==================== block 1
block_1/sizes.png
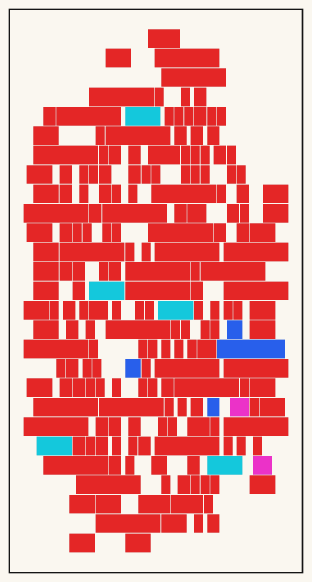

## src/rtl/sercmp_pkg.sv

```systemverilog
// ---------------------------------------------------------------------------
// sercmp_pkg
// Shared definitions for the bit-serial magnitude comparator.
//   state_t  : FSM state encoding (IDLE, SHIFT, DONE)
//   RES_*    : one-hot result encoding, bit order {gt, lt, eq}
//   res_of   : packs separate gt/lt/eq flags into the one-hot encoding
// ---------------------------------------------------------------------------
package sercmp_pkg;

  typedef enum logic [1:0] {
    IDLE  = 2'd0,
    SHIFT = 2'd1,
    DONE  = 2'd2
  } state_t;

  localparam logic [2:0] RES_GT = 3'b100;
  localparam logic [2:0] RES_LT = 3'b010;
  localparam logic [2:0] RES_EQ = 3'b001;

  function automatic logic [2:0] res_of(input logic gt, input logic lt, input logic eq);
    return {gt, lt, eq};
  endfunction

endpackage

```

## src/rtl/cmp_bit_cell.sv

```systemverilog
// ---------------------------------------------------------------------------
// cmp_bit_cell
// Combinational 1-bit unsigned compare primitive. Exactly one output is high.
// Ports:
//   a, b : input bits
//   gt   : a > b  (a & ~b)
//   lt   : a < b  (~a & b)
//   eq   : a == b
// ---------------------------------------------------------------------------
module cmp_bit_cell (
  input  logic a,
  input  logic b,
  output logic gt,
  output logic lt,
  output logic eq
);

  assign gt = a & ~b;
  assign lt = ~a & b;
  assign eq = ~(gt | lt);

endmodule

```

## src/rtl/serial_mag_comparator.sv

```systemverilog
// ---------------------------------------------------------------------------
// serial_mag_comparator
// Bit-serial unsigned magnitude comparator. Operands are captured on the input
// handshake and walked MSB-first through one cmp_bit_cell, one bit per clock.
// The one-hot gt/lt/eq result is offered on the output handshake.
//
// Handshakes: a transfer happens on a rising edge where valid && ready. Both
// ready (in_ready) and valid (out_valid) are registered; there is no
// combinational path from in_valid or out_ready to any output. in_valid is
// only looked at in IDLE; the result is held stable in DONE until out_ready.
//
// Configuration macro: SERCMP_EARLY_EXIT_EN
//   defined     : SHIFT ends on the first differing bit (data-dependent latency)
//   not defined : SHIFT always runs WIDTH cycles (fixed latency)
//
// Ports:
//   clk, rst_n          : clock, asynchronous active-low reset
//   in_valid/in_ready   : operand handshake, a/b captured on transfer
//   a, b                : WIDTH-bit unsigned operands
//   out_valid/out_ready : result handshake
//   gt, lt, eq          : one-hot result, all zero while out_valid is low
// ---------------------------------------------------------------------------
module serial_mag_comparator
  import sercmp_pkg::*;
#(
  parameter int WIDTH = 8
) (
  input  logic             clk,
  input  logic             rst_n,
  input  logic             in_valid,
  output logic             in_ready,
  input  logic [WIDTH-1:0] a,
  input  logic [WIDTH-1:0] b,
  output logic             out_valid,
  input  logic             out_ready,
  output logic             gt,
  output logic             lt,
  output logic             eq
);

  localparam int CNT_W = $clog2(WIDTH + 1);

  // FSM state kept as a plain named signal so checkers can bind to it.
  state_t             state;
  logic [WIDTH-1:0]   sh_a;
  logic [WIDTH-1:0]   sh_b;
  logic [CNT_W-1:0]   cnt;
  logic               decided;
  logic [2:0]         res;

  logic               cell_gt;
  logic               cell_lt;
  logic               cell_eq;
  logic [2:0]         cell_res;
  logic [2:0]         res_next;
  logic               last_bit;
  logic               finish;

  cmp_bit_cell u_cell (
    .a  (sh_a[WIDTH-1]),
    .b  (sh_b[WIDTH-1]),
    .gt (cell_gt),
    .lt (cell_lt),
    .eq (cell_eq)
  );

  assign cell_res = res_of(cell_gt, cell_lt, cell_eq);

  // The first decisive bit wins; once decided, later bits are ignored.
  // An undecided walk leaves the cell's eq result, which is RES_EQ on
  // the final bit when every bit matched.
  assign res_next = decided ? res : cell_res;
  assign last_bit = (cnt == CNT_W'(1));

`ifdef SERCMP_EARLY_EXIT_EN
  assign finish = last_bit || (!decided && !cell_eq);
`else
  assign finish = last_bit;
`endif

  always_ff @(posedge clk or negedge rst_n) begin
    if (!rst_n) begin
      state     <= IDLE;
      sh_a      <= '0;
      sh_b      <= '0;
      cnt       <= '0;
      decided   <= 1'b0;
      res       <= '0;
      in_ready  <= 1'b1;
      out_valid <= 1'b0;
      gt        <= 1'b0;
      lt        <= 1'b0;
      eq        <= 1'b0;
    end else begin
      case (state)
        IDLE: begin
          if (in_valid) begin
            sh_a     <= a;
            sh_b     <= b;
            cnt      <= CNT_W'(WIDTH);
            decided  <= 1'b0;
            res      <= RES_EQ;
            in_ready <= 1'b0;
            state    <= SHIFT;
          end
        end

        SHIFT: begin
          sh_a <= sh_a << 1;
          sh_b <= sh_b << 1;
          cnt  <= cnt - CNT_W'(1);
          if (!decided && !cell_eq) begin
            res     <= cell_res;
            decided <= 1'b1;
          end
          if (finish) begin
            cnt          <= '0;
            out_valid    <= 1'b1;
            {gt, lt, eq} <= res_next;
            state        <= DONE;
          end
        end

        DONE: begin
          if (out_ready) begin
            out_valid <= 1'b0;
            gt        <= 1'b0;
            lt        <= 1'b0;
            eq        <= 1'b0;
            in_ready  <= 1'b1;
            state     <= IDLE;
          end
        end

        default: begin
          state <= IDLE;
        end
      endcase
    end
  end

endmodule

```

## config.mk

```make
export PLATFORM = sky130hd
export DESIGN_NAME = serial_mag_comparator
export DESIGN_NICKNAME = d
export VERILOG_FILES = /design/src/rtl/sercmp_pkg.sv /design/src/rtl/cmp_bit_cell.sv /design/src/rtl/serial_mag_comparator.sv
export SDC_FILE = /design/constraint.sdc
export NUM_CORES = 1
export LEC_CHECK = 0
export ABC_AREA = 1
export CORE_ASPECT_RATIO = 2
export CORE_MARGIN = 1.5
export CORE_UTILIZATION = 50
export DETAILED_ROUTE_END_ITERATION = 7
export HOLD_SLACK_MARGIN = 0.06
export PLACE_DENSITY = 0.82
export SETUP_SLACK_MARGIN = 0.05
export SYNTH_ARGS = -nofsm -noshare
export SYNTH_HDL_FRONTEND = slang
export SYNTH_SLANG_ARGS = --single-unit
```

## constraint.sdc

```tcl
create_clock -name clk -period 3.35 [get_ports clk]
set_input_delay 0.5025 -clock clk [delete_from_list [all_inputs] [get_ports clk]]
set_output_delay 0.5025 -clock clk [all_outputs]
set_load 0.05 [all_outputs]
```

==================== block 2
<file path="config.mk">
export PLATFORM = sky130hd
export DESIGN_NAME = dec_ascii_serializer
export DESIGN_NICKNAME = d
export VERILOG_FILES = /design/src/rtl/dec_ascii_pkg.sv /design/src/rtl/dec_ascii_dabble_step.sv /design/src/rtl/dec_ascii_serializer.sv
export SDC_FILE = /design/constraint.sdc
export NUM_CORES = 1
export LEC_CHECK = 0
export ABC_AREA = 1
export CAP_MARGIN = 30
export CORE_MARGIN = 5
export CORE_UTILIZATION = 41
export CTS_BUF_LIST = sky130_fd_sc_hd__clkbuf_8
export DETAILED_ROUTE_END_ITERATION = 7
export PLACE_DENSITY = 0.61
export RECOVER_POWER = 50
export SYNTH_ARGS = -nofsm -noshare
export SYNTH_HDL_FRONTEND = slang
export SYNTH_SLANG_ARGS = --single-unit
</file>
<file path="constraint.sdc">
create_clock -name clk -period 3.45 [get_ports clk]
set_input_delay 0.69 -clock clk [delete_from_list [all_inputs] [get_ports clk]]
set_output_delay 0.69 -clock clk [all_outputs]
set_load 0.02 [all_outputs]
</file>
<file path="src/rtl/dec_ascii_pkg.sv">
// Shared types and constants for the binary-to-decimal ASCII serializer.
// The TERM state exists only when DEC_ASCII_NEWLINE_EN is defined.
package dec_ascii_pkg;

    localparam int         MAX_DIGITS = 10;
    localparam logic [7:0] ASCII_ZERO = 8'h30;
    localparam logic [7:0] ASCII_LF   = 8'h0A;

    typedef logic [3:0] bcd_digit_t;

    typedef enum logic [1:0] {
        IDLE,
        CONVERT,
        EMIT
`ifdef DEC_ASCII_NEWLINE_EN
        , TERM
`endif
    } state_t;

    // Position of the most significant non-zero digit; 0 when all digits are zero.
    function automatic logic [3:0] msd_index(input logic [4*MAX_DIGITS-1:0] bcd);
        logic [3:0] idx;
        idx = '0;
        for (int i = 0; i < MAX_DIGITS; i++) begin
            if (bcd[4*i +: 4] != 4'd0) idx = 4'(i);
        end
        return idx;
    endfunction

endpackage

</file>
<file path="src/rtl/dec_ascii_dabble_step.sv">
// One combinational double-dabble step: add 3 to every digit >= 5,
// then shift the whole BCD vector left by one, inserting shift_bit.
module dec_ascii_dabble_step
    import dec_ascii_pkg::*;
(
    input  logic [4*MAX_DIGITS-1:0] bcd_in,
    input  logic                    shift_bit,
    output logic [4*MAX_DIGITS-1:0] bcd_out
);

    logic [4*MAX_DIGITS-1:0] adjusted;
    bcd_digit_t              digit;

    always_comb begin
        adjusted = '0;
        digit    = '0;
        for (int i = 0; i < MAX_DIGITS; i++) begin
            digit = bcd_in[4*i +: 4];
            adjusted[4*i +: 4] = (digit >= 4'd5) ? digit + 4'd3 : digit;
        end
        bcd_out = (adjusted << 1) | {{(4*MAX_DIGITS-1){1'b0}}, shift_bit};
    end

endmodule

</file>
<file path="src/rtl/dec_ascii_serializer.sv">
// Converts each accepted unsigned value to a decimal ASCII character stream, MSD first.
// Define DEC_ASCII_NEWLINE_EN to append a 0x0A terminator carrying out_last.
module dec_ascii_serializer
    import dec_ascii_pkg::*;
#(
    parameter int IN_WIDTH = 32
) (
    input  logic                clk,
    input  logic                rst_n,
    input  logic                in_valid,
    input  logic [IN_WIDTH-1:0] in_data,
    output logic                in_ready,
    output logic                out_valid,
    output logic [7:0]          out_data,
    output logic                out_last,
    input  logic                out_ready
);

    localparam int CNT_W = $clog2(IN_WIDTH + 1);

    state_t                  state;
    state_t                  state_next;
    logic [IN_WIDTH-1:0]     data_reg;
    logic [4*MAX_DIGITS-1:0] bcd_reg;
    logic [4*MAX_DIGITS-1:0] bcd_step;
    logic [CNT_W-1:0]        bit_cnt;
    logic [3:0]              digit_idx;
    logic                    convert_done;
    bcd_digit_t              cur_digit;

    assign convert_done = (bit_cnt == CNT_W'(IN_WIDTH));

    dec_ascii_dabble_step u_step (
        .bcd_in    (bcd_reg),
        .shift_bit (data_reg[IN_WIDTH-1]),
        .bcd_out   (bcd_step)
    );

    always_comb begin
        cur_digit = '0;
        for (int i = 0; i < MAX_DIGITS; i++) begin
            if (digit_idx == 4'(i)) cur_digit = bcd_reg[4*i +: 4];
        end
    end

    always_comb begin
        state_next = state;
        in_ready   = 1'b0;
        out_valid  = 1'b0;
        out_data   = 8'h00;
        out_last   = 1'b0;
        case (state)
            IDLE: begin
                // Held low while reset is asserted so upstream never sees a ready in reset.
                in_ready = rst_n;
                if (in_valid) state_next = CONVERT;
            end
            CONVERT: begin
                if (convert_done) state_next = EMIT;
            end
            EMIT: begin
                out_valid = 1'b1;
                out_data  = ASCII_ZERO + {4'b0000, cur_digit};
`ifdef DEC_ASCII_NEWLINE_EN
                if (out_ready && digit_idx == 4'd0) state_next = TERM;
`else
                out_last  = (digit_idx == 4'd0);
                if (out_ready && digit_idx == 4'd0) state_next = IDLE;
`endif
            end
`ifdef DEC_ASCII_NEWLINE_EN
            TERM: begin
                out_valid = 1'b1;
                out_data  = ASCII_LF;
                out_last  = 1'b1;
                if (out_ready) state_next = IDLE;
            end
`endif
            default: state_next = IDLE;
        endcase
    end

    always_ff @(posedge clk or negedge rst_n) begin
        if (!rst_n) begin
            state     <= IDLE;
            data_reg  <= '0;
            bcd_reg   <= '0;
            bit_cnt   <= '0;
            digit_idx <= '0;
        end else begin
            state <= state_next;
            case (state)
                IDLE: begin
                    if (in_valid) begin
                        data_reg <= in_data;
                        bcd_reg  <= '0;
                        bit_cnt  <= '0;
                    end
                end
                CONVERT: begin
                    // The cycle after the last step latches the emit start position.
                    if (!convert_done) begin
                        data_reg <= data_reg << 1;
                        bcd_reg  <= bcd_step;
                        bit_cnt  <= bit_cnt + CNT_W'(1);
                    end else begin
                        digit_idx <= msd_index(bcd_reg);
                    end
                end
                EMIT: begin
                    if (out_ready && digit_idx != 4'd0) digit_idx <= digit_idx - 4'd1;
                end
                default: ;
            endcase
        end
    end

endmodule

</file>
==================== block 3
## src/rtl/mem_ctrl_pkg.sv

```systemverilog
// Shared definitions for the memory arbiter: FSM states, requester indices
// and the width of the BUSY watchdog counter.
package mem_ctrl_pkg;

    typedef enum logic [1:0] {
        ST_IDLE,
        ST_GRANT,
        ST_BUSY,
        ST_RELEASE
    } arb_state_e;

    localparam int unsigned REQ_PAT = 0;
    localparam int unsigned REQ_FWR = 1;
    localparam int unsigned REQ_FRD = 2;
    localparam int unsigned REQ_DMA = 3;

    localparam int unsigned TO_W = 24;

endpackage

```

## src/rtl/mem_arb_ctrl_rr_arbiter.sv

```systemverilog
// Combinational round-robin picker: first pending requester found when
// scanning upward from (last owner + 1), wrapping at N.
module rr_arbiter #(
    parameter int unsigned N  = 4,
    parameter int unsigned IW = 2
) (
    input  logic [N-1:0]  pending_i,
    input  logic [IW-1:0] last_i,
    output logic [N-1:0]  grant_o,
    output logic [IW-1:0] index_o,
    output logic          valid_o
);

    always_comb begin
        int unsigned k;
        grant_o = '0;
        index_o = '0;
        valid_o = 1'b0;
        k       = 0;
        for (int unsigned i = 0; i < N; i++) begin
            k = (32'(last_i) + 32'd1 + i) % N;
            if (!valid_o && pending_i[k]) begin
                valid_o    = 1'b1;
                grant_o[k] = 1'b1;
                index_o    = IW'(k);
            end
        end
    end

endmodule

```

## src/rtl/mem_arb_ctrl.sv

```systemverilog
// Memory port arbiter: latches start pulses, grants one engine at a time in
// round-robin order, holds its address/size and aborts stuck transfers.
module mem_arb_ctrl
    import mem_ctrl_pkg::*;
#(
    parameter int unsigned     NREQ        = 4,
    parameter logic [TO_W-1:0] TIMEOUT_CYC = 24'hFF_FFFF
) (
    input  logic                 digiclk_i,
    input  logic                 resetn_i,
    input  logic [NREQ-1:0]      req_i,
    input  logic [32*NREQ-1:0]   req_addr_i,
    input  logic [8*NREQ-1:0]    req_size_i,
    input  logic [NREQ-1:0]      done_i,
    output logic [NREQ-1:0]      start_o,
    output logic [1:0]           owner_o,
    output logic [31:0]          mem_address_o,
    output logic [7:0]           mem_size_o,
    output logic                 busy_o,
    output logic [NREQ-1:0]      pending_o,
    output logic                 timeout_o
);

    arb_state_e      state_q, state_d;
    logic [NREQ-1:0] pend_q, pend_d, pend_clr;
    logic [NREQ-1:0] start_q, start_d;
    logic [1:0]      owner_q, owner_d;
    logic [31:0]     addr_q, addr_d;
    logic [7:0]      size_q, size_d;
    logic            busy_q, busy_d;
    logic [TO_W-1:0] cnt_q, cnt_d;
    logic            tout_q, tout_d;

    logic [NREQ-1:0] gnt_oh;
    logic [1:0]      gnt_idx;
    logic            gnt_vld;

    rr_arbiter #(
        .N  (NREQ),
        .IW (2)
    ) u_rr (
        .pending_i (pend_q),
        .last_i    (owner_q),
        .grant_o   (gnt_oh),
        .index_o   (gnt_idx),
        .valid_o   (gnt_vld)
    );

    always_comb begin
        state_d  = state_q;
        owner_d  = owner_q;
        addr_d   = addr_q;
        size_d   = size_q;
        busy_d   = busy_q;
        cnt_d    = cnt_q;
        tout_d   = tout_q;
        start_d  = '0;
        pend_clr = '0;
        unique case (state_q)
            ST_IDLE: begin
                // Grant decisions are registered so every GRANT-cycle output
                // (start, owner, address, size, busy) appears together.
                if (gnt_vld) begin
                    state_d  = ST_GRANT;
                    owner_d  = gnt_idx;
                    addr_d   = req_addr_i[32*32'(gnt_idx) +: 32];
                    size_d   = req_size_i[8*32'(gnt_idx) +: 8];
                    pend_clr = gnt_oh;
                    start_d  = gnt_oh;
                    busy_d   = 1'b1;
                    cnt_d    = '0;
                end
            end
            ST_GRANT: state_d = ST_BUSY;
            ST_BUSY: begin
                cnt_d = cnt_q + TO_W'(1);
                if (done_i[owner_q]) begin
                    state_d = ST_RELEASE;
                    busy_d  = 1'b0;
                end else if (cnt_d == TIMEOUT_CYC) begin
                    state_d = ST_RELEASE;
                    busy_d  = 1'b0;
                    tout_d  = 1'b1;
                end
            end
            ST_RELEASE: state_d = ST_IDLE;
            default:    state_d = ST_IDLE;
        endcase
        // A new pulse in the clearing cycle wins over the clear.
        pend_d = (pend_q & ~pend_clr) | req_i;
    end

    always_ff @(posedge digiclk_i or negedge resetn_i) begin
        if (!resetn_i) begin
            state_q <= ST_IDLE;
            pend_q  <= '0;
            start_q <= '0;
            owner_q <= 2'(NREQ - 1);
            addr_q  <= '0;
            size_q  <= '0;
            busy_q  <= 1'b0;
            cnt_q   <= '0;
            tout_q  <= 1'b0;
        end else begin
            state_q <= state_d;
            pend_q  <= pend_d;
            start_q <= start_d;
            owner_q <= owner_d;
            addr_q  <= addr_d;
            size_q  <= size_d;
            busy_q  <= busy_d;
            cnt_q   <= cnt_d;
            tout_q  <= tout_d;
        end
    end

    assign start_o       = start_q;
    assign owner_o       = owner_q;
    assign mem_address_o = addr_q;
    assign mem_size_o    = size_q;
    assign busy_o        = busy_q;
    assign pending_o     = pend_q;
    assign timeout_o     = tout_q;

endmodule

```

## config.mk

```make
export PLATFORM = sky130hd
export DESIGN_NAME = mem_arb_ctrl
export DESIGN_NICKNAME = d
export VERILOG_FILES = /design/src/rtl/mem_ctrl_pkg.sv /design/src/rtl/mem_arb_ctrl_rr_arbiter.sv /design/src/rtl/mem_arb_ctrl.sv
export SDC_FILE = /design/constraint.sdc
export NUM_CORES = 1
export LEC_CHECK = 0
export CAP_MARGIN = 10
export CORE_MARGIN = 2
export CORE_UTILIZATION = 45
export DETAILED_ROUTE_END_ITERATION = 10
export GPL_ROUTABILITY_DRIVEN = 1
export PLACE_DENSITY = 0.83
export SYNTH_ARGS = -nofsm -noshare
export SYNTH_HDL_FRONTEND = slang
export SYNTH_SLANG_ARGS = --single-unit
```

## constraint.sdc

```tcl
create_clock -name digiclk_i -period 7.07 [get_ports digiclk_i]
set_input_delay 1.414 -clock digiclk_i [delete_from_list [all_inputs] [get_ports digiclk_i]]
set_output_delay 1.414 -clock digiclk_i [all_outputs]
set_load 0.1 [all_outputs]
```

block_3/sizes.png
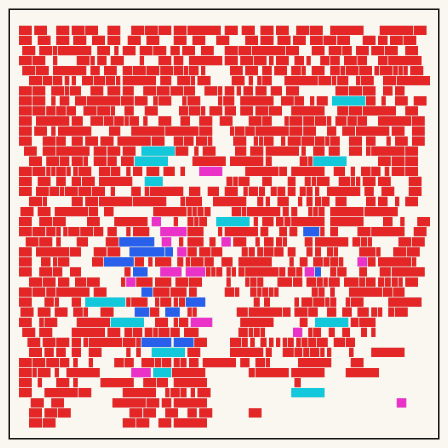
Key: cyan = _6 and larger [cells 12, share 1.4%]; blue = _2 cells [cells 13, share 1.6%]; magenta = _3 and _4 cells [cells 15, share 1.8%]; red = _0 and _1 cells [cells 792, share 95%]
Repair and plain buffers: 228
Final Cell Area: 8190 µm²
Layout Area Growth over Synthesis: 45.9%

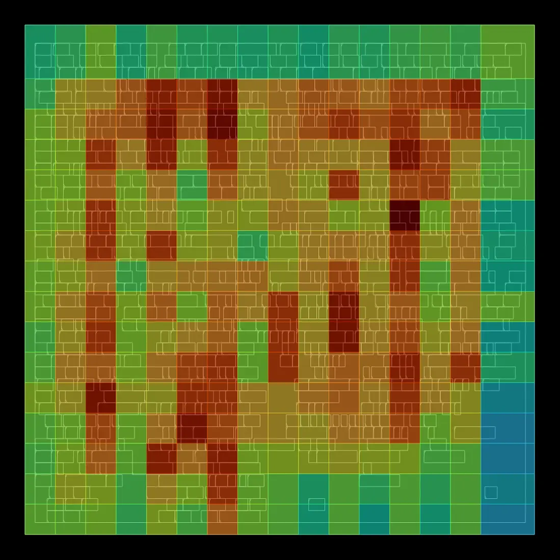
block_3/congestion.png
total global-route track usage: 29.5%
layer with the highest usage: met2

==> CHANGELOG.md, block 3 <==
### Physical design

- Status: completed
- Root Driver: clkbuf_16
- Max Cap Viol: 0
- Count of final setup violators: 0
- Cell Type Count: 65
- Die height: 116 µm
- Detailed-route via count: 6101
- Hold crit path type: reg -> reg
- Worst-Margin Slew: 1.09 ns
- Total iterations of the first detailed-routing run: 7
- CP endpoint kind: flip-flop
- Post-Synth Simple-Gate Area: 14.0%
- CP arrival: 4.98 ns
- Nets: 1009
- CTS Sinks: 78
- Vias in the first global route: 6118
- Placed insts: 984
- CP Class: reg -> reg
- RSZ-0062 raised after global routing: false
- Max stage delay on crit path: 0.91 ns
- DRT iter0 DRCs: 573
- Synthesized area: 5610 µm²
- Worst hold endpoint: cnt_q[23]$_DFFE_PN0P_
- Worst path cell trace: clkinv_1, buf_4, ha_1, nor2_1, mux2_2, a21oi_4, a22o_4, mux2i_1, a211oi_1
- EDFF count, synth: 0
- Top area cell types: dfrtp_1, a211oi_1, mux2i_1
- Clock buffer count from CTS: 9
- GR Layer Usage met1: 36.7%
- Post-synth top cells: a211oi_1, dfrtp_1, nor2_1
- Mean Syn Cell Area: 8.74 µm²
- Complex Gates by Area: 29.6%
- Required @ worst endpoint: 7.32 ns
- Top sig layer: met4
- Layout Skew: 0.00652 ns
- Switching part of the total power: 57.3%
- Initial antenna violation count: 0
- Sequential power: 0.000744 W
- Via/cell ratio: 6.10
- Die ar.: 13400 µm²
- Pint: 0.00175 W
- Pleak: 3.26 nW
- WP depth: 9
- Crit Path Max Fanout: 81
- Area share, top type: 33.9%
- Met3 wire length: 1570 µm
- Port Buffer Count: 221
- P_sw: 0.00235 W
- IO Pins: 222
- Met3 Use GR: 7.43%
- Clock Power: 0.000484 W
- XOR-XNOR Cells, Area Fraction: 0.468%
- R2r startpoint: owner_o[0]$_DFFE_PN1P_
- Top cell excl fill/tap: clkdlybuf4s50_1
- Adder Area Share: 2.67%
- Synth Register Bits: 78
- Total Power: 0.00410 W
[block 3: layout make-up]
type                       instances  area share (%)
sequential                        78            23.9
inverter                          62            2.84
clock buffer                      13            3.18
timing repair buffer             228            27.6
tap                              168            2.57
clock inverter                     3           0.519
multi-input combinational        448            39.4
[block 3: worst reg2reg max path: stages (launching register included)]
cell and delay [ns]:
dfstp_2 0.75, clkinv_1 0.11, buf_4 0.30, ha_1 0.35
nor2_1 0.29, mux2_2 0.43, a21oi_4 0.86, a22o_4 0.94
mux2i_1 0.34, a211oi_1 0.28
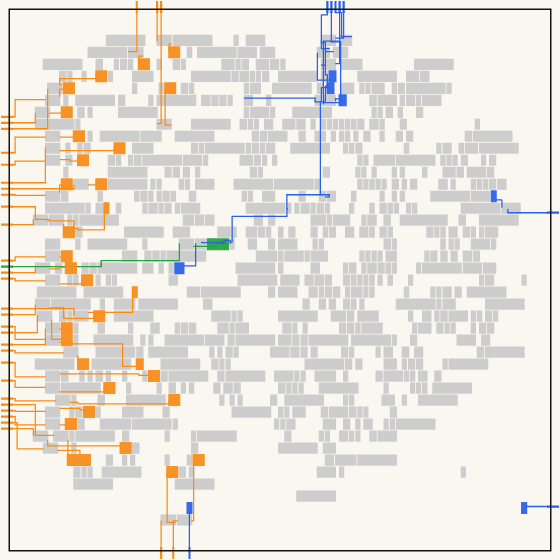
block_2/io_fan.png
Key: blue = out_data [bits 8, direction output, end cells 7, buffers 7, wire 237 µm]; green = out_ready [bits 1, direction input, end cells 2, buffers 1, wire 52.0 µm]; orange = in_data [bits 32, direction input, end cells 32, buffers 32, wire 611 µm]
IO Pins: 47
Port Buffer Count: 44

==> CHANGELOG.md, block 2 <==
### Physical design

- Status: complete, but fails checks
- Violated checks: max-capacitance violations, max-slew violations
- Yosys warns: 0
- Max reg flops: 40
- Sequential power: 0.00184 W
- GPL Wtd Cong: 0.925
- Layout Skew: 0.0173 ns
- Top area cell types: dfrtp_1, inv_1, nand2_1
- Reg-to-reg endpoint: bcd_reg[32]$_DFFE_PN0P_
- Max Cap Viol: 1
- Dominant flop cell: dfrtp_1
- HPWL after DPL: 8410 µm
- Chip Width: 122 µm
- Data buffer area share: 8.05%
- Crit start category: flip-flop
- Largest net degree at the start of global routing: 69
- Clk slew on worst S/H paths: 0.09 ns
- Top cell excl fill/tap: inv_1
- Via/cell ratio: 5.15
- Met3 Use GR: 3.59%
- Setup Slack @ Placement: 0.400 ns
- Max Transition Viols Final: 69
- Dominant combinational family: AND-OR/OR-AND gates
- Latency at later pin: 0.37 ns
- Sequential cell area: 2100 µm²
- Cell Type Count: 38
- Clock network area share: 3.56%
- Die height: 122 µm
- P_sw: 0.00253 W
- Power density cells: 932 nW/µm²
- Post-Layout Cell Count: 890
- H-Tree Depth: 3
- Number of logic gates: 446
- Top Family by Delay on Critical Path: simple AND/OR/NAND/NOR gates
- Mean Syn Cell Area: 7.64 µm²
- Tool warnings: 40
- Comb power frac: 53.3%
- Post-Synth Simple-Gate Area: 19.1%
- Post-synth top cells: inv_1, nand2_1, dfrtp_1
- Switching part of the total power: 45.5%
- Worst hold margin: 0.487 ns
- Max Root-Sink Buffers: 2
- Most frequent CP cell: nand2_1
- Layer with the highest usage: met2
- Crit path buf inv count: 3
- DRT met1 WL: 5630 µm
- Power share of the clock group: 13.7%
- WP depth: 13
- Adder Area Share: 6.27%
- F_max: 317 MHz
- Post-synth top area cell: dfrtp_1
block 2: how the worst min path moves through the flow:
stage	start	cells past startpoint	end
after global routing	bit_cnt[4]$_DFFE_PN0P_	1	bit_cnt[4]$_DFFE_PN0P_
after detailed placement	bit_cnt[4]$_DFFE_PN0P_	1	bit_cnt[4]$_DFFE_PN0P_
after global placement	bit_cnt[4]$_DFFE_PN0P_	1	bit_cnt[4]$_DFFE_PN0P_
after CTS	rst_n	1	bcd_reg[15]$_DFFE_PN0P_
final	rst_n	1	bcd_reg[15]$_DFFE_PN0P_
after floorplan	rst_n	0	bcd_reg[0]$_DFFE_PN0P_
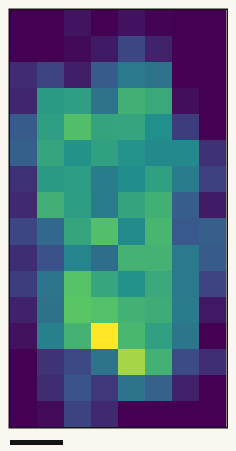
block_1/metal_density.png
Scale bar: 10 µm. The die is cut into 8 by 16 equal tiles; dark purple is low, yellow is high, scaled to the fullest tile. Values are wire area over tile area, all layers added.
The mean over all tiles is 0.15. 30% of the tiles are over half the peak. The densest ninth of the die: middle. The fullest tile reaches 0.47. The emptiest ninth of the die: top right.
per-cell routed wire length: 13.1 µm
total global-route track usage: 23.2%
final WL: 3020 µm
detailed-route via count: 1245

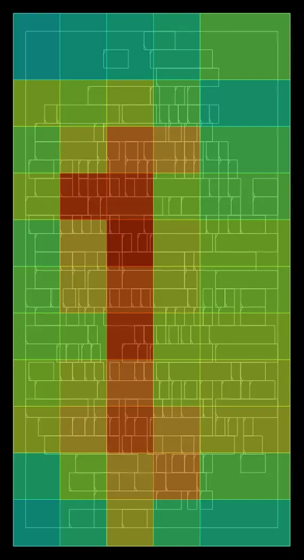
block_1/congestion.png
met3 Use GR: 5.03%
final core occ: 64.8%
GR Layer Usage met1: 26.4%

Notes on block_1/sizes.png above:
Key: blue = _2 cells [cells 4, share 2.0%]; cyan = _6 and larger [cells 5, share 2.5%]; magenta = _3 and _4 cells [cells 2, share 1.0%]; red = _0 and _1 cells [cells 190, share 95%]
Repair and plain buffers: 26
Final Cell Area: 1770 µm²

==> CHANGELOG.md, block 1 <==
### Physical design

- Status: completed
- H-Tree Depth: 2
- Cell Type Count: 20
- Switching part of the total power: 43.3%
- CTS resizes: 0
- Reg2reg setup slack: 1.73 ns
- IO Pins: 25
- Total iterations of the first detailed-routing run: 4
- Flop pwr share: 38.9%
- Worst Setup EP: in_ready
- Post-route ant nets: 0
- First-pass GRT wire length: 5050 µm
- Die height: 78.8 µm
- Grt total ovfl: 0
- Via/cell ratio: 5.41
- Fp_density: 52.5%
- Post-Synthesis Cells: 172
- Dominant combinational family: simple AND/OR/NAND/NOR gates
- CP arrival: 1.59 ns
- Mean Syn Cell Area: 8.36 µm²
- DRT met1 WL: 1150 µm
- Largest net degree at the start of global routing: 32
- EDFF count, synth: 0
- Max stage delay on crit path: 0.79 ns
- Yosys warns: 0
- Placed insts: 222
- Top sig layer: met4
- P_sw: 0.000759 W
- Register-to-Register Path Depth: 6
- Complex Gates by Area: 12.4%
- Slew Limit Headroom: 66.6%
- Highest-power group: combinational cells
- Max Transition Viols Final: 0
- Max Cap Viol: 0
- HPWL after DPL: 2290 µm
- P_comb: 0.000795 W
- Regs by FF count: sh_a (8), sh_b (8), cnt (4)
- Yosys cell count: 172
- Met3 wire length: 118 µm
-- block 1: cell type report --
cell class	count	area [µm²]	share of cell area, %
Inverter	12	45.0	2.54
Tap cell	29	36.3	2.05
Sequential cell	31	777	43.8
Clock inverter	1	5.00	0.282
Multi-Input combinational cell	124	578	32.6
Timing Repair Buffer	26	255	14.4
Clock buffer	7	76.3	4.30
-- block 1: tightest hold or removal path, stage by stage, from the launching register on --
cell and delay, ns:
dfstp_2 0.37, nand2_1 0.05, nand2_1 0.04

## Gallery

Placed cells, one colour a class.
panel A
Scale bar: 20 µm.
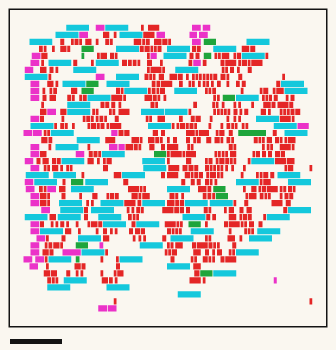
panel B
Scale bar: 20 µm.
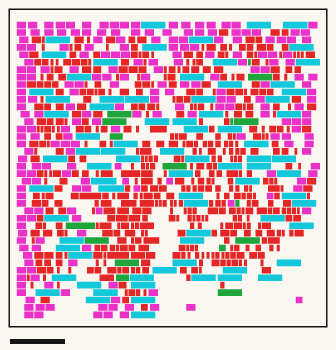
panel C
Scale bar: 10 µm.
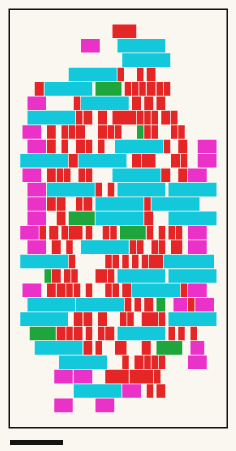
- smallest die: panel C
- fewest sequential cells: panel C
- panel B = block 3
- panel C = block 1
- panel A = block 2

Key to panel B:
Key: red = combinational and other logic [cells 510, share of their area 43%]; green = clock drivers and dummy loads [cells 16, share of their area 3.8%]; magenta = remaining buffers and delay cells [cells 228, share of their area 28%]; cyan = sequential cells [cells 78, share of their area 24%]


Power and IR drop assume default switching activity.
